######## design 1 ########
### Clock nets, design 1

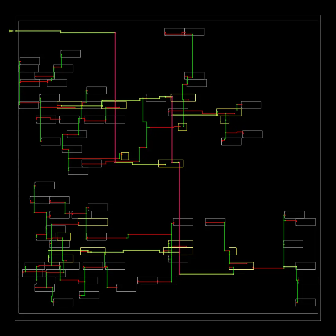

==> config.mk <==
export PLATFORM = sky130hd
export DESIGN_NAME = combiner_sweep_ctrl_flat
export DESIGN_NICKNAME = d
export VERILOG_FILES = /design/src/rtl/combiner_pkg.sv /design/src/rtl/combiner_sweep_ctrl_if.sv /design/src/rtl/combiner_dwell_cnt.sv /design/src/rtl/combiner_sweep_ctrl.sv /design/src/flat_wrapper.sv
export SDC_FILE = /design/constraint.sdc
export NUM_CORES = 1
export LEC_CHECK = 0
export CORE_MARGIN = 1
export CORE_UTILIZATION = 55
export DETAILED_ROUTE_END_ITERATION = 12
export MAX_ROUTING_LAYER = met4
export PLACE_DENSITY = 0.91
export REMOVE_ABC_BUFFERS = 1
export SYNTH_ARGS = -nofsm -noshare
export SYNTH_HDL_FRONTEND = slang
export SYNTH_SLANG_ARGS = --single-unit
export TNS_END_PERCENT = 100
==> constraint.sdc <==
create_clock -name clk -period 7.56 [get_ports clk]
set_input_delay 1.512 -clock clk [delete_from_list [all_inputs] [get_ports clk]]
set_output_delay 1.512 -clock clk [all_outputs]
set_load 0.01 [all_outputs]
==> src/rtl/combiner_pkg.sv <==
// Shared definitions for the combiner sweep/track sequencer: state
// encodings, options-register bit positions and sweep-limit alignment.
package combiner_pkg;

    // Sequencer states; the encoding is visible on the state output.
    typedef enum logic [1:0] {
        IDLE   = 2'd0,
        SWEEP  = 2'd1,
        VERIFY = 2'd2,
        TRACK  = 2'd3
    } state_e;

    // Bit positions of the two control bits in the combiner options register.
    localparam int OPT_ENABLE       = 0;
    localparam int OPT_SWEEP_ENABLE = 1;
    localparam int OPT_W            = 2;

    // The sweep-limit field is the upper part of the phase word:
    // L = {1'b0, sweepLimit, LIMIT_SHIFT'b0}.
    localparam int LIMIT_SHIFT = 15;

    // Width of the saturating TRACK-entry counter.
    localparam int LOCK_COUNT_W = 8;

endpackage

==> src/rtl/combiner_sweep_ctrl_if.sv <==
// Register-block / phase-loop side of the sweep sequencer. The master
// modport belongs to whoever supplies the control fields and lock status;
// the slave modport belongs to the sequencer itself.
interface combiner_sweep_ctrl_if #(
    parameter int PHASE_W = 32,
    parameter int LIMIT_W = 16
);
    import combiner_pkg::*;

    // Control fields and status toward the sequencer.
    logic                    ce;
    logic                    enable;
    logic                    sweepEnable;
    logic [PHASE_W-1:0]      sweepRate;
    logic [LIMIT_W-1:0]      sweepLimit;
    logic                    locked;

    // Sequencer results toward the phase-loop datapath.
    logic [PHASE_W-1:0]      sweepOffset;
    logic                    loopEnable;
    logic                    loopReset;
    logic                    sweepActive;
    logic [1:0]              state;
    logic [LOCK_COUNT_W-1:0] lockCount;

    modport master (
        output ce, enable, sweepEnable, sweepRate, sweepLimit, locked,
        input  sweepOffset, loopEnable, loopReset, sweepActive, state, lockCount
    );

    modport slave (
        input  ce, enable, sweepEnable, sweepRate, sweepLimit, locked,
        output sweepOffset, loopEnable, loopReset, sweepActive, state, lockCount
    );

endinterface

==> src/rtl/combiner_dwell_cnt.sv <==
// Dwell counter: counts ce-qualified increment requests, clears
// synchronously (clear wins and does not need ce), and flags the last
// count of the dwell window so the owner can act on that sample.
module combiner_dwell_cnt #(
    parameter int DWELL = 16
) (
    input  logic clk,
    input  logic resetN,
    input  logic ce,
    input  logic clr,
    input  logic inc,
    output logic terminal
);
    localparam int          CW   = (DWELL > 1) ? $clog2(DWELL) : 1;
    localparam logic [CW-1:0] LAST = CW'(DWELL - 1);

    logic [CW-1:0] count;

    // Count register: clear has priority, otherwise step on qualified increments.
    // NOTE: sequential state uses non-blocking assignments so every register
    // samples pre-edge values regardless of process ordering.
    always_ff @(posedge clk) begin
        if (!resetN) begin
            count <= '0;
        end else if (clr) begin
            count <= '0;
        end else if (ce && inc && (count != LAST)) begin
            count <= count + CW'(1);
        end
    end

    assign terminal = (count == LAST);

endmodule

==> src/rtl/combiner_sweep_ctrl.sv <==
// Acquisition/track sequencer for the diversity-combiner phase loop.
// Sweeps a triangular phase offset within +/-L until lock is reported,
// qualifies lock over a dwell window, holds the loop in TRACK, and goes
// back to sweeping after a sustained loss of lock.
module combiner_sweep_ctrl
    import combiner_pkg::*;
#(
    parameter int PHASE_W      = 32,
    parameter int LIMIT_W      = 16,
    parameter int LOCK_DWELL   = 1024,
    parameter int UNLOCK_DWELL = 256
) (
    input  logic                  clk,
    input  logic                  resetN,
    combiner_sweep_ctrl_if.slave  bus
);
    // Two guard bits: offset may sit anywhere in the phase range when L is
    // reduced, and offset - rate must never wrap before the clamp compare.
    localparam int EXT_W = PHASE_W + 2;

    state_e                  state, stateNxt;
    logic [PHASE_W-1:0]      offset, offsetNxt;
    logic                    dirUp, dirUpNxt;
    logic [LOCK_COUNT_W-1:0] lockCount, lockCountNxt;
    logic                    loopReset, loopResetNxt;

    logic [OPT_W-1:0]        options;
    logic                    optEnable, optSweep;

    logic                    lockClr, lockInc, lockTerm;
    logic                    unlockClr, unlockInc, unlockTerm;

    logic signed [EXT_W-1:0] limPos, limNeg, offExt, rateExt, stepNxt;
    logic [PHASE_W-1:0]      sweptOffset;
    logic                    sweptDirUp;

    // Repack the two control bits as they sit in the options register.
    always_comb begin
        options                   = '0;
        options[OPT_ENABLE]       = bus.enable;
        options[OPT_SWEEP_ENABLE] = bus.sweepEnable;
        optEnable                 = options[OPT_ENABLE];
        optSweep                  = options[OPT_SWEEP_ENABLE];
    end

    // One triangle-sweep step with clamping and direction reversal at +/-L.
    // NOTE: every variable driven in always_comb gets a default first, so no
    // path can leave it unassigned and infer a latch.
    always_comb begin
        limPos = '0;
        limPos[LIMIT_SHIFT +: LIMIT_W] = bus.sweepLimit;
        limNeg  = -limPos;
        offExt  = {{2{offset[PHASE_W-1]}}, offset};
        rateExt = {2'b00, bus.sweepRate};
        stepNxt = dirUp ? (offExt + rateExt) : (offExt - rateExt);

        sweptOffset = stepNxt[PHASE_W-1:0];
        sweptDirUp  = dirUp;
        if (stepNxt > limPos) begin
            sweptOffset = limPos[PHASE_W-1:0];
            sweptDirUp  = 1'b0;
        end else if (stepNxt < limNeg) begin
            sweptOffset = limNeg[PHASE_W-1:0];
            sweptDirUp  = 1'b1;
        end
    end

    // Next-state and datapath decisions; enable drop overrides everything
    // and does not wait for ce.
    always_comb begin
        stateNxt     = state;
        offsetNxt    = offset;
        dirUpNxt     = dirUp;
        lockCountNxt = lockCount;
        loopResetNxt = 1'b0;
        lockClr      = 1'b0;
        lockInc      = 1'b0;
        unlockClr    = 1'b0;
        unlockInc    = 1'b0;

        if (!optEnable) begin
            stateNxt     = IDLE;
            offsetNxt    = '0;
            dirUpNxt     = 1'b1;
            lockClr      = 1'b1;
            unlockClr    = 1'b1;
            loopResetNxt = (state != IDLE);
        end else if (bus.ce) begin
            unique case (state)
                IDLE: begin
                    if (optSweep) begin
                        stateNxt     = SWEEP;
                        loopResetNxt = 1'b1;
                    end else begin
                        stateNxt = VERIFY;
                    end
                end
                SWEEP: begin
                    // Lock or a sweep disable freezes the offset on this edge.
                    if (bus.locked || !optSweep) begin
                        stateNxt = VERIFY;
                    end else begin
                        offsetNxt = sweptOffset;
                        dirUpNxt  = sweptDirUp;
                    end
                end
                VERIFY: begin
                    if (!bus.locked) begin
                        lockClr = 1'b1;
                        if (optSweep) begin
                            stateNxt = SWEEP;
                        end
                    end else if (lockTerm) begin
                        lockClr      = 1'b1;
                        stateNxt     = TRACK;
                        lockCountNxt = (lockCount == '1) ? lockCount
                                                          : lockCount + LOCK_COUNT_W'(1);
                    end else begin
                        lockInc = 1'b1;
                    end
                end
                TRACK: begin
                    if (bus.locked) begin
                        unlockClr = 1'b1;
                    end else if (unlockTerm) begin
                        unlockClr    = 1'b1;
                        loopResetNxt = 1'b1;
                        stateNxt     = optSweep ? SWEEP : VERIFY;
                    end else begin
                        unlockInc = 1'b1;
                    end
                end
                default: stateNxt = IDLE;
            endcase
        end
    end

    // State register.
    always_ff @(posedge clk) begin
        if (!resetN) begin
            state <= IDLE;
        end else begin
            state <= stateNxt;
        end
    end

    // Offset, direction, TRACK-entry count and loop-clear pulse registers.
    always_ff @(posedge clk) begin
        if (!resetN) begin
            offset    <= '0;
            dirUp     <= 1'b1;
            lockCount <= '0;
            loopReset <= 1'b0;
        end else begin
            offset    <= offsetNxt;
            dirUp     <= dirUpNxt;
            lockCount <= lockCountNxt;
            loopReset <= loopResetNxt;
        end
    end

    // Lock qualification window, counted while in VERIFY.
    combiner_dwell_cnt #(
        .DWELL (LOCK_DWELL)
    ) u_lock_dwell (
        .clk      (clk),
        .resetN   (resetN),
        .ce       (bus.ce),
        .clr      (lockClr),
        .inc      (lockInc),
        .terminal (lockTerm)
    );

    // Loss-of-lock window, counted while in TRACK.
    combiner_dwell_cnt #(
        .DWELL (UNLOCK_DWELL)
    ) u_unlock_dwell (
        .clk      (clk),
        .resetN   (resetN),
        .ce       (bus.ce),
        .clr      (unlockClr),
        .inc      (unlockInc),
        .terminal (unlockTerm)
    );

    assign bus.sweepOffset = offset;
    assign bus.loopEnable  = (state != IDLE);
    assign bus.loopReset   = loopReset;
    assign bus.sweepActive = (state == SWEEP);
    assign bus.state       = state;
    assign bus.lockCount   = lockCount;

endmodule

==> src/flat_wrapper.sv <==
// flat-port wrapper written by rule: the top's interface ports become plain ports
module combiner_sweep_ctrl_flat import combiner_pkg::*;
#(
    parameter int PHASE_W      = 32,
    parameter int LIMIT_W      = 16,
    parameter int LOCK_DWELL   = 1024,
    parameter int UNLOCK_DWELL = 256
)
  (clk, resetN, bus_ce, bus_enable, bus_sweepEnable, bus_sweepRate, bus_sweepLimit, bus_locked, bus_sweepOffset, bus_loopEnable, bus_loopReset, bus_sweepActive, bus_state, bus_lockCount);
  combiner_sweep_ctrl_if #(.PHASE_W(PHASE_W), .LIMIT_W(LIMIT_W)) bus_i ();
  input  logic clk;
  input  logic resetN;
  input wire logic [$bits(bus_i.ce)-1:0] bus_ce;
  input wire logic [$bits(bus_i.enable)-1:0] bus_enable;
  input wire logic [$bits(bus_i.sweepEnable)-1:0] bus_sweepEnable;
  input wire logic [$bits(bus_i.sweepRate)-1:0] bus_sweepRate;
  input wire logic [$bits(bus_i.sweepLimit)-1:0] bus_sweepLimit;
  input wire logic [$bits(bus_i.locked)-1:0] bus_locked;
  output wire logic [$bits(bus_i.sweepOffset)-1:0] bus_sweepOffset;
  output wire logic [$bits(bus_i.loopEnable)-1:0] bus_loopEnable;
  output wire logic [$bits(bus_i.loopReset)-1:0] bus_loopReset;
  output wire logic [$bits(bus_i.sweepActive)-1:0] bus_sweepActive;
  output wire logic [$bits(bus_i.state)-1:0] bus_state;
  output wire logic [$bits(bus_i.lockCount)-1:0] bus_lockCount;
  assign bus_i.ce = bus_ce;
  assign bus_i.enable = bus_enable;
  assign bus_i.sweepEnable = bus_sweepEnable;
  assign bus_i.sweepRate = bus_sweepRate;
  assign bus_i.sweepLimit = bus_sweepLimit;
  assign bus_i.locked = bus_locked;
  assign bus_sweepOffset = bus_i.sweepOffset;
  assign bus_loopEnable = bus_i.loopEnable;
  assign bus_loopReset = bus_i.loopReset;
  assign bus_sweepActive = bus_i.sweepActive;
  assign bus_state = bus_i.state;
  assign bus_lockCount = bus_i.lockCount;
  combiner_sweep_ctrl #(.PHASE_W(PHASE_W), .LIMIT_W(LIMIT_W), .LOCK_DWELL(LOCK_DWELL), .UNLOCK_DWELL(UNLOCK_DWELL)) u_core (.clk(clk), .resetN(resetN), .bus(bus_i));
endmodule
######## design 2 ########
**config.mk**
```make
export PLATFORM = sky130hd
export DESIGN_NAME = truth_table_scanner
export DESIGN_NICKNAME = d
export VERILOG_FILES = /design/src/rtl/truth_table_scanner_pkg.sv /design/src/rtl/truth_table_scanner_hold_counter.sv /design/src/rtl/truth_table_scanner.sv
export SDC_FILE = /design/constraint.sdc
export NUM_CORES = 1
export LEC_CHECK = 0
export ABC_AREA = 1
export CELL_PAD_IN_SITES_DETAIL_PLACEMENT = 0
export CELL_PAD_IN_SITES_GLOBAL_PLACEMENT = 1
export CORE_MARGIN = 2
export CORE_UTILIZATION = 39
export DETAILED_ROUTE_END_ITERATION = 7
export GPL_TIMING_DRIVEN = 0
export PLACE_DENSITY_LB_ADDON = 0.1
export SETUP_SLACK_MARGIN = 0.5
export SLEW_MARGIN = 20
export SYNTH_ARGS = -nofsm -noshare
export SYNTH_HDL_FRONTEND = slang
export SYNTH_HIERARCHICAL = 1
export SYNTH_SLANG_ARGS = --single-unit
```
**constraint.sdc**
```tcl
create_clock -name clk -period 4.3 [get_ports clk]
set_clock_uncertainty 0.05 [all_clocks]
set_input_delay 0.86 -clock clk [delete_from_list [all_inputs] [get_ports clk]]
set_output_delay 0.86 -clock clk [all_outputs]
set_load 0.05 [all_outputs]
```
**src/rtl/truth_table_scanner_pkg.sv**
```systemverilog
// Shared definitions for the truth-table scanner: FSM states,
// pattern count, table width and a table-slice helper.
package truth_table_scanner_pkg;

    typedef enum logic [1:0] {
        IDLE  = 2'd0,
        DRIVE = 2'd1,
        DONE  = 2'd2
    } state_e;

    localparam int N_PATTERNS = 8;
    localparam int TABLE_W    = 16;

    function automatic logic [1:0] table_slice(
        input logic [TABLE_W-1:0] tbl,
        input logic [2:0]         idx
    );
        return tbl[2*idx +: 2];
    endfunction

endpackage

```
**src/rtl/truth_table_scanner_hold_counter.sv**
```systemverilog
// Per-pattern hold counter; 'last' marks the capture cycle of a pattern.
// Wraps to zero on the capture edge so the next pattern starts fresh.
module scan_hold_counter #(
    parameter int HOLD_CYCLES = 10
) (
    input  logic clk,
    input  logic rst,
    input  logic clear,
    input  logic en,
    output logic last
);

    localparam logic [7:0] LAST_VAL = 8'(HOLD_CYCLES - 1);

    logic [7:0] cnt_q;
    logic [7:0] cnt_d;

    assign last = (cnt_q == LAST_VAL);

    always_comb begin
        cnt_d = cnt_q;
        if (clear) begin
            cnt_d = 8'd0;
        end else if (en) begin
            cnt_d = last ? 8'd0 : cnt_q + 8'd1;
        end
    end

    always_ff @(posedge clk) begin
        if (rst) begin
            cnt_q <= 8'd0;
        end else begin
            cnt_q <= cnt_d;
        end
    end

endmodule

```
**src/rtl/truth_table_scanner.sv**
```systemverilog
// Walks {A,B,C} through all 8 patterns and captures {X,Y} per pattern.
// Optional check against EXPECTED is built when SCAN_COMPARE_EN is defined.
module truth_table_scanner
    import truth_table_scanner_pkg::*;
#(
    parameter int          HOLD_CYCLES = 10,
    parameter logic [15:0] EXPECTED    = 16'hD668
) (
    input  logic        clk,
    input  logic        rst,
    input  logic        start,
    input  logic        X,
    input  logic        Y,
    output logic        A,
    output logic        B,
    output logic        C,
    output logic        busy,
    output logic        done,
    output logic [15:0] table_out,
    output logic [3:0]  mismatch_cnt,
    output logic        pass
);

    localparam logic [2:0] LAST_IDX = 3'(N_PATTERNS - 1);

    state_e               state_q, state_d;
    logic [2:0]           idx_q, idx_d;
    logic [2:0]           abc_q, abc_d;
    logic [TABLE_W-1:0]   table_q, table_d;
    logic                 accept;
    logic                 cnt_en;
    logic                 last;

    scan_hold_counter #(
        .HOLD_CYCLES(HOLD_CYCLES)
    ) u_hold (
        .clk  (clk),
        .rst  (rst),
        .clear(accept),
        .en   (cnt_en),
        .last (last)
    );

    always_comb begin
        state_d = state_q;
        idx_d   = idx_q;
        table_d = table_q;
        accept  = 1'b0;
        cnt_en  = 1'b0;
        unique case (state_q)
            IDLE, DONE: begin
                if (start) begin
                    state_d = DRIVE;
                    idx_d   = 3'd0;
                    table_d = '0;
                    accept  = 1'b1;
                end
            end
            DRIVE: begin
                cnt_en = 1'b1;
                if (last) begin
                    table_d[2*idx_q +: 2] = {X, Y};
                    if (idx_q == LAST_IDX) begin
                        state_d = DONE;
                    end else begin
                        idx_d = idx_q + 3'd1;
                    end
                end
            end
            default: state_d = IDLE;
        endcase
        // Pattern outputs are registered copies of the next index.
        abc_d = (state_d == DRIVE) ? idx_d : 3'd0;
    end

    always_ff @(posedge clk) begin
        if (rst) begin
            state_q <= IDLE;
            idx_q   <= 3'd0;
            abc_q   <= 3'd0;
            table_q <= '0;
        end else begin
            state_q <= state_d;
            idx_q   <= idx_d;
            abc_q   <= abc_d;
            table_q <= table_d;
        end
    end

    assign {A, B, C} = abc_q;
    assign busy      = (state_q == DRIVE);
    assign done      = (state_q == DONE);
    assign table_out = table_q;

`ifdef SCAN_COMPARE_EN
    logic [3:0] mm_q, mm_d;
    logic       pass_q, pass_d;

    always_comb begin
        mm_d = mm_q;
        if (accept) begin
            mm_d = 4'd0;
        end else if (cnt_en && last &&
                     (table_slice(EXPECTED, idx_q) != {X, Y})) begin
            mm_d = mm_q + 4'd1;
        end
        pass_d = (state_d == DONE) && (mm_d == 4'd0);
    end

    always_ff @(posedge clk) begin
        if (rst) begin
            mm_q   <= 4'd0;
            pass_q <= 1'b0;
        end else begin
            mm_q   <= mm_d;
            pass_q <= pass_d;
        end
    end

    assign mismatch_cnt = mm_q;
    assign pass         = pass_q;
`else
    logic unused_expected;
    assign unused_expected = ^EXPECTED;
    assign mismatch_cnt    = 4'd0;
    assign pass            = 1'b0;
`endif

endmodule

```
### M1 wires, design 2

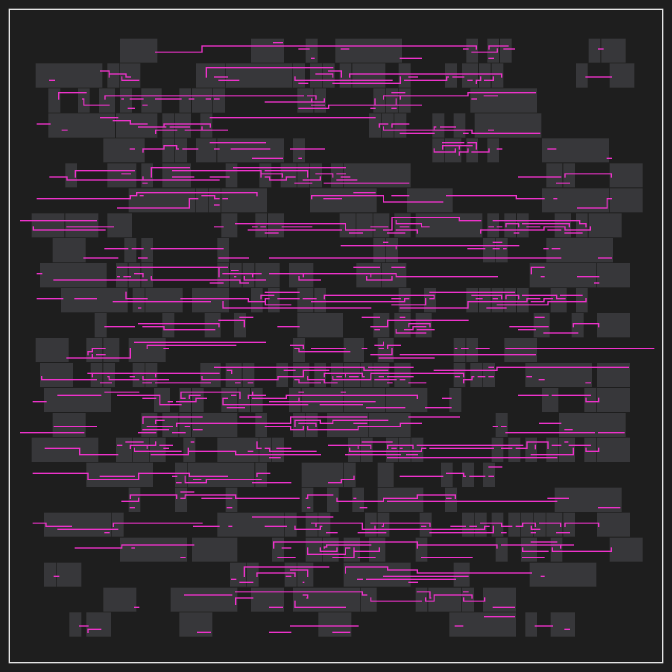
nets with wire on the layer: 278
main direction: horizontal

==> CHANGELOG.md, design 2 <==
### Metrics

- Share of cells above drive strength 1: ~8.9%
- Required time of the critical path: between 3 and 4 ns
- # clk buffers: 6
- CTS root buffer: clkbuf_8
- Chip area: roughly 5000 sq um
- Final ANT Viol Nets: 0
- Post-Synth Simple-Gate Area: a little over a third
- Startpoint Class: flip-flop
- Multi-input gates: between 150 and 200
- Clock-cell share: 4.25%
- Pre-CTS WS: approximately 1.7 ns
- Reg power frac: between 40% and 50%
- Flops & latches, synth: 32
- DRT Pass-1 Iters: 4
- Cells in synth_stat.txt: around 270
- Top area cell types: dfxtp_1, nand2_1, inv_1, nor2_1, ha_1
- Max Transition Viols Final: 0
- Pwr Total: around 610 uW
- Placed cell area: around 2100 sq um
- Adder-Cell Fraction of Synth Area: under 10%
- Run status: completed
- DRC: 0
- RSZ-0062 raised after global routing: false
- Met2 GRT Util: between 20% and 30%
- Sequential Area: 641 sq um
- Leakage power total: 0.000967 uW
-- design 2: metal layers --
| layer | vias up | part of all wire [%] | wire [um] |
|---|---|---|---|
| met5 | - | 0 | 0 |
| met4 | 0 | 1.5 | 57 |
| met3 | 6 | 3.7 | 139 |
| met2 | 27 | 41 | 1530 |
| met1 | 674 | 54 | 2030 |
| li1 | 878 | - | - |
-- design 2: state kept, by name, indices dropped and copies added (netlist names) --
signal / count
table_out: 16
u_hold/cnt_q: 8
abc_q: 3
idx_q: 3
state_q: 2
-- design 2: worst paths after layout --
path | from | end | slack (ns) | depth (start not counted)
setup / recovery | state_q[0]$_SDFF_PP0_ | busy | 1.49 | 4
hold / removal | table_out[13]$_SDFFE_PP0P_ | table_out[13]$_SDFFE_PP0P_ | 0.41 | 2
setup reg to reg | idx_q[0]$_SDFF_PP0_ | table_out[8]$_SDFFE_PP0P_ | 2.23 | 10
hold reg to reg | table_out[13]$_SDFFE_PP0P_ | table_out[13]$_SDFFE_PP0P_ | 0.41 | 2
-- design 2: worst max-delay path, cell delays in order, from the launching register on --
cell and delay (ns):
dfxtp_1 0.43, inv_2 0.09, nor2_4 0.12, buf_6 0.16
clkdlybuf4s50_1 0.81
### Signal wires on met4, design 1

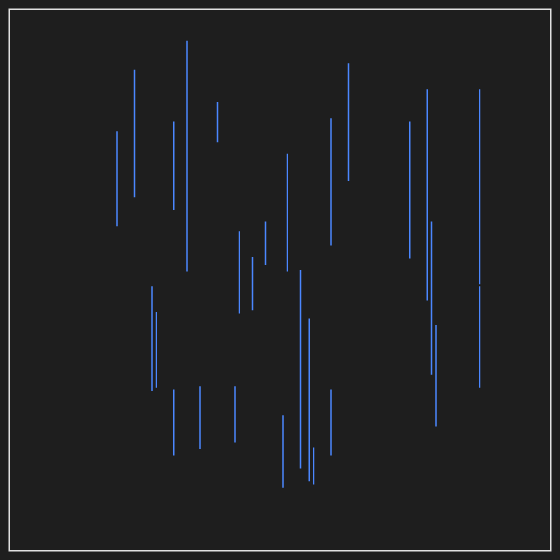
share of all routed wire: 2.7%
wire length on this layer: 608 um
nets with wire on the layer: 23
longest straight run: 48.3 um
main direction: vertical

### Signal wires on met2, design 1

Scale bar: 20 um.
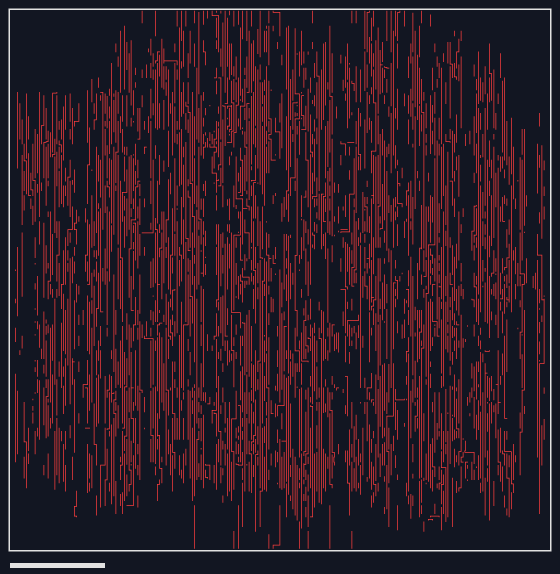
longest straight run: 41.5 um
share of all routed wire: 48%
nets with wire on the layer: 1071

Notes on 'Clock nets' of design 1 above:
CTS Sinks: 62
flop count: 62
# clk buffers: 10
Max Clock Skew: 0.0122 ns
CTS buffer count: 9

==> CHANGELOG.md, design 1 <==
### Metrics

- Run status: completed
- Post-synth EDFFs: 0
- Buf/Inv on CP: 5
- Synth warnings: 0
- Final ANT Viol Nets: 0
- Period utilisation layout: a little over nine tenths
- Rel. slew slack: 49.0%
- WHS: about 0.48 ns
- DR vias/cell: between 6 and 7
- CP startpoint: bus_sweepRate[3]
- Total congestion overflow: 0
- Leakage power total: between 0.003 and 0.004 uW
- Comb area leader: simple AND/OR/NAND/NOR gates
- Internal power: 743 uW
- Multi-input combinational area share: between 50 and 60%
- Setup Fix Bufs, Post-CTS: 0
- DR WL/cell: between 15 and 20 um
- IO Port Bufs: between 90 and 100
- Routed WL: 22.6 mm
- Clock share of power: 45.1%
- Htree depth: 3
- Top area cell types: dfxtp_1, ha_1, a21oi_1, xor2_1, xnor2_1
- Dpl cells: between 1k and 1.5k
- Logic area: between 5000 and 6000 sq um
- CTS Hold Bufs: 0
- Critical Path Slowest Stage Cell: or4b_1
- Setup-failing EPs final: 0
- Syn_area_per_cell: about 7.5 sq um
==> design 1: flip-flops by register name, summed over array words and instances, names as in the netlist <==
register,cells
u_core.bus.lockCount,8
u_core.bus.loopReset,1
u_core.bus.state,2
u_core.bus.sweepOffset,32
u_core.dirUp,1
u_core.u_lock_dwell.count,10
u_core.u_unlock_dwell.count,8
==> design 1: placed cells by master (no fill, tap or decap), drive strengths merged, types with 5 or more instances in the layout <==
master         synthesis  layout
nand2                 76      76
nor2                  99      99
a21o                  16      16
a211o                 10      10
and3                  11      11
nor3                  27      27
nor4                   7       7
o21ai                 32      32
clkdlybuf4s50          0      98
nand2b                 6       6
nand4                 26      26
o211ai                19      19
and2                  10      10
clkbuf                31      10
a22oi                  7       7
ha                    76      76
buf                    6     113
dfxtp                 62      62
nand3                 42      42
nor2b                  9       9
inv                   43      44
mux2i                 11      11
o21a                  10      10
xnor2                 46      46
a31oi                 12      12
a21oi                 91      91
or3                    8       8
o21bai                 5       5
xor2                  47      47
==> design 1: per-layer routing <==
metal  wire length (um)  vias to the layer above  GRT usage, %
met2              10900                      300          58.7
met3               1610                       57          8.02
met1               9510                     3625          42.4
li1                   -                     3710             -
met4                607                        0          12.1
met5                  0                        -             -

==> screenshots <==
The metal 3 layer.
Scale bar: 20 um.
image #1
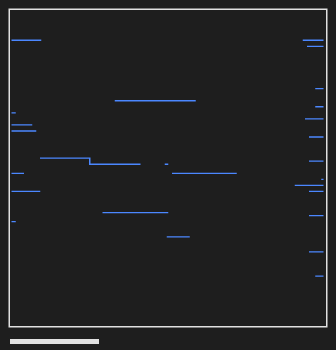
image #2
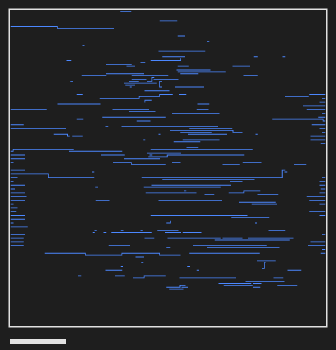
- largest die: image #2
Image #2 is design 1.
Image #1 is design 2.

Key to image #1:
share of all routed wire: 3.7%
main direction: horizontal


######## design 3 ########
[src/rtl/uart_pkg.sv]
// Shared definitions for the parametrised UART: parity encodings, TX FSM states and
// a parameter sanity check used at elaboration.
package uart_pkg;

    localparam int unsigned PAR_NONE = 0;
    localparam int unsigned PAR_EVEN = 1;
    localparam int unsigned PAR_ODD  = 2;

    typedef enum logic [2:0] {
        StIdle,
        StStart,
        StData,
        StParity,
        StStop
    } tx_state_e;

    function automatic bit params_ok(int unsigned clks_per_bit, int unsigned data_bits,
                                     int unsigned parity, int unsigned stop_bits,
                                     int unsigned fifo_depth);
        return (clks_per_bit >= 2) && (data_bits >= 5) && (data_bits <= 9) &&
               (parity <= PAR_ODD) && ((stop_bits == 1) || (stop_bits == 2)) &&
               (fifo_depth >= 2) && ((fifo_depth & (fifo_depth - 1)) == 0);
    endfunction

endpackage

[src/rtl/uart_tx_fifo.sv]
// Synchronous FIFO with wrap-around pointers and an occupancy count; shared by the TX
// and RX paths. Push when full and pop when empty are ignored.
module uart_tx_fifo #(
    parameter int unsigned WIDTH = 8,
    parameter int unsigned DEPTH = 4
) (
    input  logic                     clk,
    input  logic                     rstn,
    input  logic                     push,
    input  logic [WIDTH-1:0]         wdata,
    input  logic                     pop,
    output logic [WIDTH-1:0]         rdata,
    output logic                     full,
    output logic                     empty,
    output logic [$clog2(DEPTH):0]   level
);

    localparam int unsigned PtrW = $clog2(DEPTH);

    logic [WIDTH-1:0] mem_q [DEPTH];
    logic [PtrW-1:0]  wr_ptr_q;
    logic [PtrW-1:0]  rd_ptr_q;
    logic [PtrW:0]    level_q;
    logic             do_push;
    logic             do_pop;

    assign full    = (level_q == (PtrW + 1)'(DEPTH));
    assign empty   = (level_q == '0);
    assign level   = level_q;
    assign rdata   = mem_q[rd_ptr_q];
    assign do_push = push & ~full;
    assign do_pop  = pop & ~empty;

    always_ff @(posedge clk) begin
        if (do_push) begin
            mem_q[wr_ptr_q] <= wdata;
        end
    end

    always_ff @(posedge clk) begin
        if (!rstn) begin
            wr_ptr_q <= '0;
            rd_ptr_q <= '0;
            level_q  <= '0;
        end else begin
            if (do_push) begin
                wr_ptr_q <= wr_ptr_q + PtrW'(1);
            end
            if (do_pop) begin
                rd_ptr_q <= rd_ptr_q + PtrW'(1);
            end
            if (do_push && !do_pop) begin
                level_q <= level_q + (PtrW + 1)'(1);
            end else if (do_pop && !do_push) begin
                level_q <= level_q - (PtrW + 1)'(1);
            end
        end
    end

endmodule

[src/rtl/uart_tx_param.sv]
// Parametrised UART transmitter: buffers words in a FIFO and serialises them as
// start, LSB-first data, optional parity and 1-2 stop bits, back-to-back without gaps.
module uart_tx_param
    import uart_pkg::*;
#(
    parameter int unsigned CLKS_PER_BIT = 217,
    parameter int unsigned DATA_BITS    = 8,
    parameter int unsigned PARITY       = 0,
    parameter int unsigned STOP_BITS    = 1,
    parameter int unsigned FIFO_DEPTH   = 4
) (
    input  logic                          clk,
    input  logic                          rstn,
    input  logic [DATA_BITS-1:0]          din,
    input  logic                          din_valid,
    output logic                          din_ready,
    output logic                          tx_data,
    output logic                          busy,
    output logic [$clog2(FIFO_DEPTH):0]   fifo_level
);

    localparam int unsigned BaudW = $clog2(CLKS_PER_BIT);

    if (!params_ok(CLKS_PER_BIT, DATA_BITS, PARITY, STOP_BITS, FIFO_DEPTH)) begin : g_bad_params
        $fatal(1, "uart_tx_param: illegal parameter combination");
    end

    tx_state_e             state_q, state_d;
    logic [BaudW-1:0]      baud_q, baud_d;
    logic [3:0]            bit_q, bit_d;
    logic [DATA_BITS-1:0]  shift_q, shift_d;
    logic                  par_q, par_d;
    logic                  tx_q, tx_d;
    logic                  push, pop, full, empty, bit_end;
    logic [DATA_BITS-1:0]  head;

    assign din_ready = ~full;
    assign push      = din_valid & ~full;
    assign tx_data   = tx_q;
    assign busy      = (state_q != StIdle) | ~empty;
    assign bit_end   = (baud_q == BaudW'(CLKS_PER_BIT - 1));

    uart_tx_fifo #(
        .WIDTH (DATA_BITS),
        .DEPTH (FIFO_DEPTH)
    ) u_fifo (
        .clk   (clk),
        .rstn  (rstn),
        .push  (push),
        .wdata (din),
        .pop   (pop),
        .rdata (head),
        .full  (full),
        .empty (empty),
        .level (fifo_level)
    );

    always_comb begin
        state_d = state_q;
        baud_d  = bit_end ? '0 : baud_q + BaudW'(1);
        bit_d   = bit_q;
        shift_d = shift_q;
        par_d   = par_q;
        pop     = 1'b0;
        unique case (state_q)
            StIdle: begin
                baud_d = '0;
                if (!empty) begin
                    pop     = 1'b1;
                    shift_d = head;
                    bit_d   = '0;
                    par_d   = 1'b0;
                    state_d = StStart;
                end
            end
            StStart: begin
                if (bit_end) begin
                    bit_d   = '0;
                    state_d = StData;
                end
            end
            StData: begin
                if (bit_end) begin
                    par_d   = par_q ^ shift_q[0];
                    shift_d = shift_q >> 1;
                    bit_d   = bit_q + 4'd1;
                    if (bit_q == 4'(DATA_BITS - 1)) begin
                        bit_d   = '0;
                        state_d = (PARITY != PAR_NONE) ? StParity : StStop;
                    end
                end
            end
            StParity: begin
                if (bit_end) begin
                    bit_d   = '0;
                    state_d = StStop;
                end
            end
            StStop: begin
                if (bit_end) begin
                    bit_d = bit_q + 4'd1;
                    if (bit_q == 4'(STOP_BITS - 1)) begin
                        bit_d = '0;
                        // Chain straight into the next start bit so frames are gap-free
                        if (!empty) begin
                            pop     = 1'b1;
                            shift_d = head;
                            par_d   = 1'b0;
                            state_d = StStart;
                        end else begin
                            state_d = StIdle;
                        end
                    end
                end
            end
            default: state_d = StIdle;
        endcase
    end

    // Line level is computed from the next state so the pin is registered yet not delayed
    always_comb begin
        tx_d = 1'b1;
        unique case (state_d)
            StStart:  tx_d = 1'b0;
            StData:   tx_d = shift_d[0];
            StParity: tx_d = par_d ^ (PARITY == PAR_ODD);
            default:  tx_d = 1'b1;
        endcase
    end

    always_ff @(posedge clk) begin
        if (!rstn) begin
            state_q <= StIdle;
            baud_q  <= '0;
            bit_q   <= '0;
            shift_q <= '0;
            par_q   <= 1'b0;
            tx_q    <= 1'b1;
        end else begin
            state_q <= state_d;
            baud_q  <= baud_d;
            bit_q   <= bit_d;
            shift_q <= shift_d;
            par_q   <= par_d;
            tx_q    <= tx_d;
        end
    end

endmodule

[config.mk]
export PLATFORM = sky130hd
export DESIGN_NAME = uart_tx_param
export DESIGN_NICKNAME = d
export VERILOG_FILES = /design/src/rtl/uart_pkg.sv /design/src/rtl/uart_tx_fifo.sv /design/src/rtl/uart_tx_param.sv
export SDC_FILE = /design/constraint.sdc
export NUM_CORES = 1
export LEC_CHECK = 0
export ABC_AREA = 1
export CORE_UTILIZATION = 50
export DETAILED_ROUTE_END_ITERATION = 6
export MAX_ROUTING_LAYER = met4
export PLACE_DENSITY = 0.71
export SYNTH_ARGS = -nofsm -noshare
export SYNTH_HDL_FRONTEND = slang
export SYNTH_SLANG_ARGS = --single-unit
[constraint.sdc]
create_clock -name clk -period 2.25 [get_ports clk]
set_input_delay 0.225 -clock clk [delete_from_list [all_inputs] [get_ports clk]]
set_output_delay 0.225 -clock clk [all_outputs]
set_load 0.05 [all_outputs]
######## design 4 ########
`src/rtl/video_fetch_resp.sv`:
```
// DRAM slot responder: hands each DRAM cycle slot to video or CPU, follows each
// access through a read-latency tag pipe, and buffers video words in a FWFT FIFO.
module video_fetch_resp #(
  parameter int CYCLE_LEN  = 4,
  parameter int RD_LAT     = 3,
  parameter int FIFO_DEPTH = 4
) (
  input  logic        clk,
  input  logic        rst,
  input  logic [20:0] video_addr,
  output logic        video_next,
  input  logic        video_go,
  input  logic [1:0]  video_bw,
  input  logic        vid_flush,
  output logic [15:0] vid_data,
  output logic        vid_rdy,
  input  logic        vid_pop,
  input  logic        cpu_req,
  input  logic [20:0] cpu_addr,
  input  logic        cpu_rnw,
  input  logic [15:0] cpu_wrdata,
  output logic        cpu_next,
  output logic        cpu_strobe,
  output logic [15:0] cpu_rddata,
  output logic        dram_req,
  output logic        dram_rnw,
  output logic [20:0] dram_addr,
  output logic [15:0] dram_wrdata,
  input  logic [15:0] dram_rddata
);
  localparam int CW = $clog2(CYCLE_LEN);
  localparam int AW = $clog2(FIFO_DEPTH);
  localparam int SW = 5;

  typedef enum logic [1:0] {TAG_NONE, TAG_VID, TAG_RD, TAG_WR} tag_e;

  logic [CW-1:0] ccnt;
  logic [1:0]    scnt;
  logic          cend;
  logic          slot_ok;
  logic          credit_ok;
  logic          video_elig;
  tag_e          tag_pipe [RD_LAT];
  tag_e          exit_tag;
  logic [SW-1:0] vid_inflight;
  logic [15:0]   fifo_mem [FIFO_DEPTH];
  logic [AW-1:0] wr_ptr;
  logic [AW-1:0] rd_ptr;
  logic [AW:0]   fifo_count;
  logic          fifo_push;
  logic          fifo_pop;

  always_comb begin
    vid_inflight = '0;
    for (int i = 0; i < RD_LAT; i++) begin
      if (tag_pipe[i] == TAG_VID) vid_inflight = vid_inflight + SW'(1);
    end
  end

  always_comb begin
    slot_ok = 1'b1;
    case (video_bw)
      2'd0:    slot_ok = (scnt == 2'd0);
      2'd1:    slot_ok = ~scnt[0];
      default: slot_ok = 1'b1;
    endcase
  end

  // Strobes: video_next / cpu_next are single-clock accept pulses on the cend
  // clock; the requester must hold address/data stable until it sees its pulse.
  assign cend       = (ccnt == CW'(CYCLE_LEN - 1));
  assign credit_ok  = (SW'(fifo_count) + vid_inflight) < SW'(FIFO_DEPTH);
  assign video_elig = video_go & slot_ok & credit_ok & ~vid_flush;
  assign video_next = cend & video_elig;
  assign cpu_next   = cend & ~video_elig & cpu_req;

  assign exit_tag  = tag_pipe[RD_LAT-1];
  assign fifo_push = (exit_tag == TAG_VID) && !vid_flush;
  assign fifo_pop  = vid_pop && vid_rdy;
  assign vid_rdy   = (fifo_count != '0);
  assign vid_data  = fifo_mem[rd_ptr];

  always_ff @(posedge clk or posedge rst) begin
    if (rst) begin
      ccnt        <= '0;
      scnt        <= '0;
      dram_req    <= 1'b0;
      dram_rnw    <= 1'b1;
      dram_addr   <= '0;
      dram_wrdata <= '0;
      for (int i = 0; i < RD_LAT; i++) tag_pipe[i] <= TAG_NONE;
      wr_ptr      <= '0;
      rd_ptr      <= '0;
      fifo_count  <= '0;
      cpu_strobe  <= 1'b0;
      cpu_rddata  <= '0;
    end else begin
      ccnt <= cend ? '0 : ccnt + CW'(1);
      if (cend) scnt <= scnt + 2'd1;

      if (video_next) begin
        dram_addr <= video_addr;
        dram_rnw  <= 1'b1;
        dram_req  <= 1'b1;
      end else if (cpu_next) begin
        dram_addr   <= cpu_addr;
        dram_rnw    <= cpu_rnw;
        dram_wrdata <= cpu_wrdata;
        dram_req    <= 1'b1;
      end else if (cend) begin
        dram_req <= 1'b0;
      end

      // A flush retires video reads still travelling; CPU tags are untouched.
      tag_pipe[0] <= video_next ? TAG_VID : (cpu_next ? (cpu_rnw ? TAG_RD : TAG_WR) : TAG_NONE);
      for (int i = 1; i < RD_LAT; i++) begin
        tag_pipe[i] <= (vid_flush && tag_pipe[i-1] == TAG_VID) ? TAG_NONE : tag_pipe[i-1];
      end

      cpu_strobe <= (exit_tag == TAG_RD) || (exit_tag == TAG_WR);
      if (exit_tag == TAG_RD) cpu_rddata <= dram_rddata;

      if (vid_flush) begin
        wr_ptr     <= '0;
        rd_ptr     <= '0;
        fifo_count <= '0;
      end else begin
        if (fifo_push) wr_ptr <= wr_ptr + AW'(1);
        if (fifo_pop)  rd_ptr <= rd_ptr + AW'(1);
        case ({fifo_push, fifo_pop})
          2'b10:   fifo_count <= fifo_count + (AW+1)'(1);
          2'b01:   fifo_count <= fifo_count - (AW+1)'(1);
          default: fifo_count <= fifo_count;
        endcase
      end
    end
  end

  always_ff @(posedge clk) begin
    if (fifo_push) fifo_mem[wr_ptr] <= dram_rddata;
  end

endmodule
```
`config.mk`:
```
export PLATFORM = sky130hd
export DESIGN_NAME = video_fetch_resp
export DESIGN_NICKNAME = d
export VERILOG_FILES = /design/src/rtl/video_fetch_resp.sv
export SDC_FILE = /design/constraint.sdc
export NUM_CORES = 1
export LEC_CHECK = 0
export CORE_ASPECT_RATIO = 0.75
export CORE_UTILIZATION = 44
export DETAILED_ROUTE_END_ITERATION = 7
export PLACE_DENSITY = 0.86
export SLEW_MARGIN = 20
export SYNTH_ARGS = -nofsm -noshare
export SYNTH_HDL_FRONTEND = slang
export SYNTH_SLANG_ARGS = --single-unit
```
`constraint.sdc`:
```
create_clock -name clk -period 2.3 [get_ports clk]
set_input_delay 0.575 -clock clk [delete_from_list [all_inputs] [get_ports clk]]
set_output_delay 0.575 -clock clk [all_outputs]
set_load 0.01 [all_outputs]
```

==> screenshots <==
The metal 3 layer.
picture 1
Scale bar: 20 um.
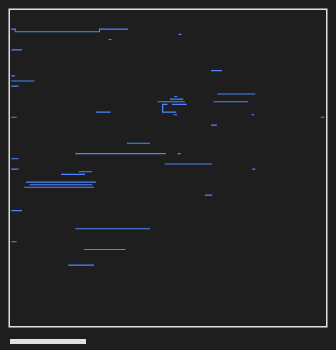
picture 2
Scale bar: 50 um.
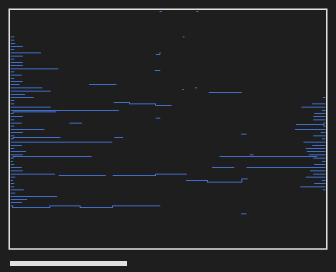
Design 4 is picture 2.
Design 3 is picture 1.
- largest die: picture 2

Key to picture 1:
share of all routed wire: 3.9%
longest straight run: 23.5 um
wire length on this layer: 240 um

### M1 wires, design 4

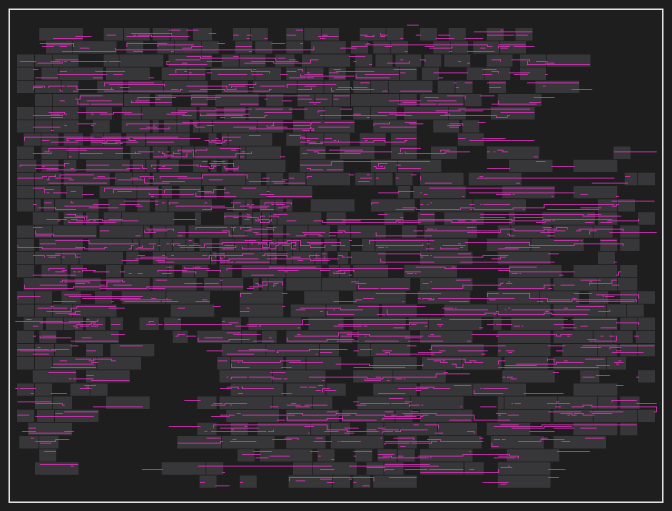
nets with wire on the layer: 542
main direction: horizontal

==> CHANGELOG.md, design 4 <==
### Metrics

- TritonCTS clock tree: built
- Unique cell types: around 42
- Required time of the critical path: between 1.5 and 2 ns
- First-pass GRT wire length: approximately 20 mm
- Post-synth top area cell: edfxtp_1
- Flops & latches, synth: 137
- Main synth FF type: dfrtp_1
- Clock-cell share: 6.86%
- Number of global-route vias before repair: slightly below 4k
- # clk buffers: 19
- Hold path start: tag_pipe[3]$_DFF_PP0_
- Final setup margin: -0.587 ns
- Final design utilization: between 70% and 80%
- # Taps: between 150 and 200
- Setup-failing EPs final: 50
- Post-synth seq share: between 60% and 70%
- Hold Path Cell Cnt: 0
- DRC: 0
- Failing checks: negative setup slack
- Worst setup EP type: output port
- Chip area: ~14000 sq um
- P per Cell Area: roughly 880 nW/um^2
- Die height: between 100 and 150 um
- Pre-CTS WS: -0.650 ns
- Reg-to-reg startpoint: tag_pipe[3]$_DFF_PP0_
- Period utilisation layout: 126%
- Run status: finished with violations
- I/O pin cnt: 158
- Commonest Layout Cell: clkdlybuf4s50_1
- CTS root buffer: clkbuf_16
-- design 4: cells by family (layout without fill, tap and decap cells) --
| family | Yosys count | count (layout) | share of synthesized area (%) |
|---|---|---|---|
| multiplexers | 92 | 92 | 23.6 |
| adder cells (fa/ha/maj) | 10 | 10 | 2.28 |
| AND/OR/NAND/NOR | 40 | 42 | 3.53 |
| flip-flops | 137 | 137 | 64.5 |
| AND-OR/OR-AND | 14 | 14 | 1.98 |
| buffers and inverters | 29 | 247 | 2.88 |
| XOR/XNOR | 6 | 6 | 1.23 |
-- design 4: where the power goes --
part	switching (uW)	total [uW]	internal, uW
sequential	148	2930	2780
combinational	731	2080	1350
clock	1060	2780	1720
total	1940	7800	5850
-- design 4: worst reg2reg max path, cell delays in order, from the launching register on --
cell,delay (ns)
dfrtp_1,0.38
inv_2,0.08
nand2_4,0.06
ha_4,0.27
and3_4,0.18
ha_4,0.19
nor2_2,0.08
o311a_1,0.20
buf_4,0.13
o211ai_4,0.09
buf_6,0.17
buf_6,0.12
buf_12,0.12
mux2_4,0.29
mux2_4,0.26
-- design 4: per-layer routing --
metal  track usage, %  routed length (um)
met1             24.7                5280
met2             34.2                6600
met3             7.16                 874
met4             6.66                 166
met5                0                   0
### Signal wires on met4, design 3

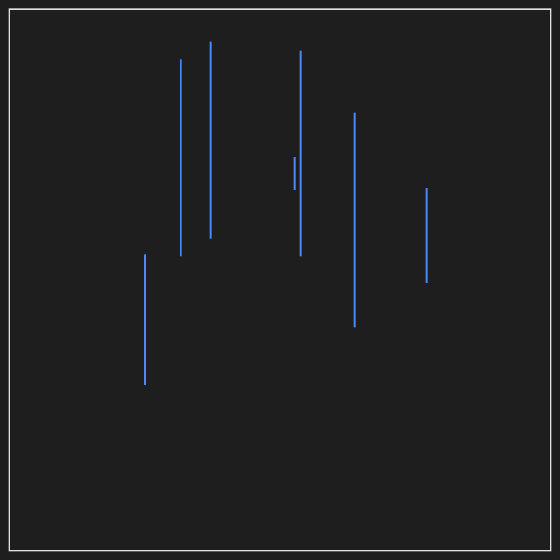
main direction: vertical
longest straight run: 32.6 um
wire length on this layer: 163 um

==> CHANGELOG.md, design 3 <==
### Metrics

- Run status: completed
- Dpl cells: between 400 and 500
- Post-Synth Simple-Gate Area: between 20% and 30%
- Adder-Cell Fraction of Synth Area: approximately 4.1%
- CP startpoint: baud_q[1]$_SDFF_PP0_
- Required time of the critical path: around 2.5 ns
- CTS buffer count: 9
- Htree depth: 3
- Critical Path Slowest Stage Cell: fa_2
- Setup-failing EPs final: 0
- Reg power frac: approximately 36%
- WHS: 0.475 ns
- Post-synth top area cell: edfxtp_1
- Syn_area_per_cell: between 8 and 9 sq um
- WL met2: roughly 2.9 mm
- Routability congestion estimate: approximately 0.86
- Tally of non-filler cells in the final layout: 503
- Max Clock Skew: 0.00769 ns
- Worst-path cell chain: inv_2 > ha_2 > nand2_2 > nor2_2 > nand3_2 > nand2_2 > nand2_2 > nor2_4 > inv_2 > ha_4 > inv_2 > fa_2 > o21ai_2 > a21oi_1
- Pre-CTS WS: around 0.029 ns
- Via count: 2517
- DRT Pass-1 Iters: 4
- Minimum clock period: between 2 and 2.5 ns
- Flops & latches, synth: roughly 66
- Comb pwr share: 44.3%
- Post-route cell area: about 3900 sq um
- Internal power: between 2000 and 3000 uW
- Reg-to-reg startpoint: baud_q[1]$_SDFF_PP0_
- AND-OR/OR-AND Cells, Area Fraction: a little under an eighth
- CTS Sinks: approximately 66
- Worst slew pin tran: roughly 0.5 ns
- Main synth FF type: dfxtp_1
- Final design utilization: 60.7%
- Period utilisation layout: a little over nine tenths
- Leakage power total: roughly 0.0016 uW
- Final setup margin: between 0.09 and 0.1 ns
- TritonCTS clock tree: built
design 3: metal layers:
metal / up-vias / track usage [%]
met5: - / -
met1: 1138 / 24.6
li1: 1306 / -
met2: 56 / 31.5
met4: 0 / 9.72
met3: 17 / 4.17
design 3: final cells by class:
type | count | area [sq um]
fillers | 546 | 2500
flip-flops and latches | 66 | 1650
multi-input cells | 255 | 1430
repair buffers | 34 | 293
inverters | 55 | 208
clock buffers | 9 | 124
well taps | 77 | 96.3
clock inverters | 7 | 51.3
design 3: power by group through the flow:
stage / registers [uW] / logic (uW) / clock network, uW
after floorplan: 1710 / 1320 / 0
after global placement: 1630 / 1820 / 0
after detailed placement: 1640 / 1860 / 0
after CTS: 1610 / 1870 / 898
after global routing: 1650 / 2250 / 959
final: 1620 / 1990 / 874
design 3: path summary, 6_finish.rpt:
kind	to	slack, ns	cells after the start
max	u_fifo.level[1]$_SDFFE_PN0P_	0.09	14
min	u_fifo.level[1]$_SDFFE_PN0P_	0.48	2
max reg2reg	u_fifo.level[1]$_SDFFE_PN0P_	0.09	14
min reg2reg	u_fifo.level[1]$_SDFFE_PN0P_	0.48	2


==> layout pictures side by side <==
Clock nets.
shot_01.png
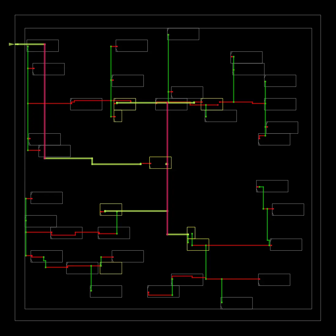
shot_02.png
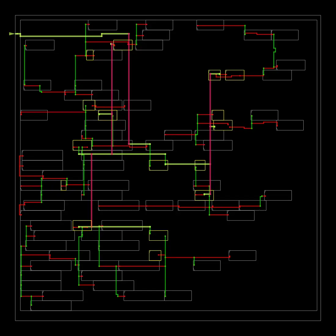
shot_03.png
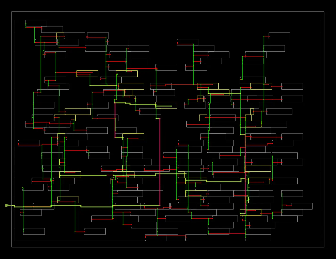
shot_02.png: design 3
shot_01.png: design 2
shot_03.png: design 4
Of these, fewest sequential cells: shot_01.png
Of these, fewest clock buffers: shot_01.png

Power and IR drop assume default switching activity.
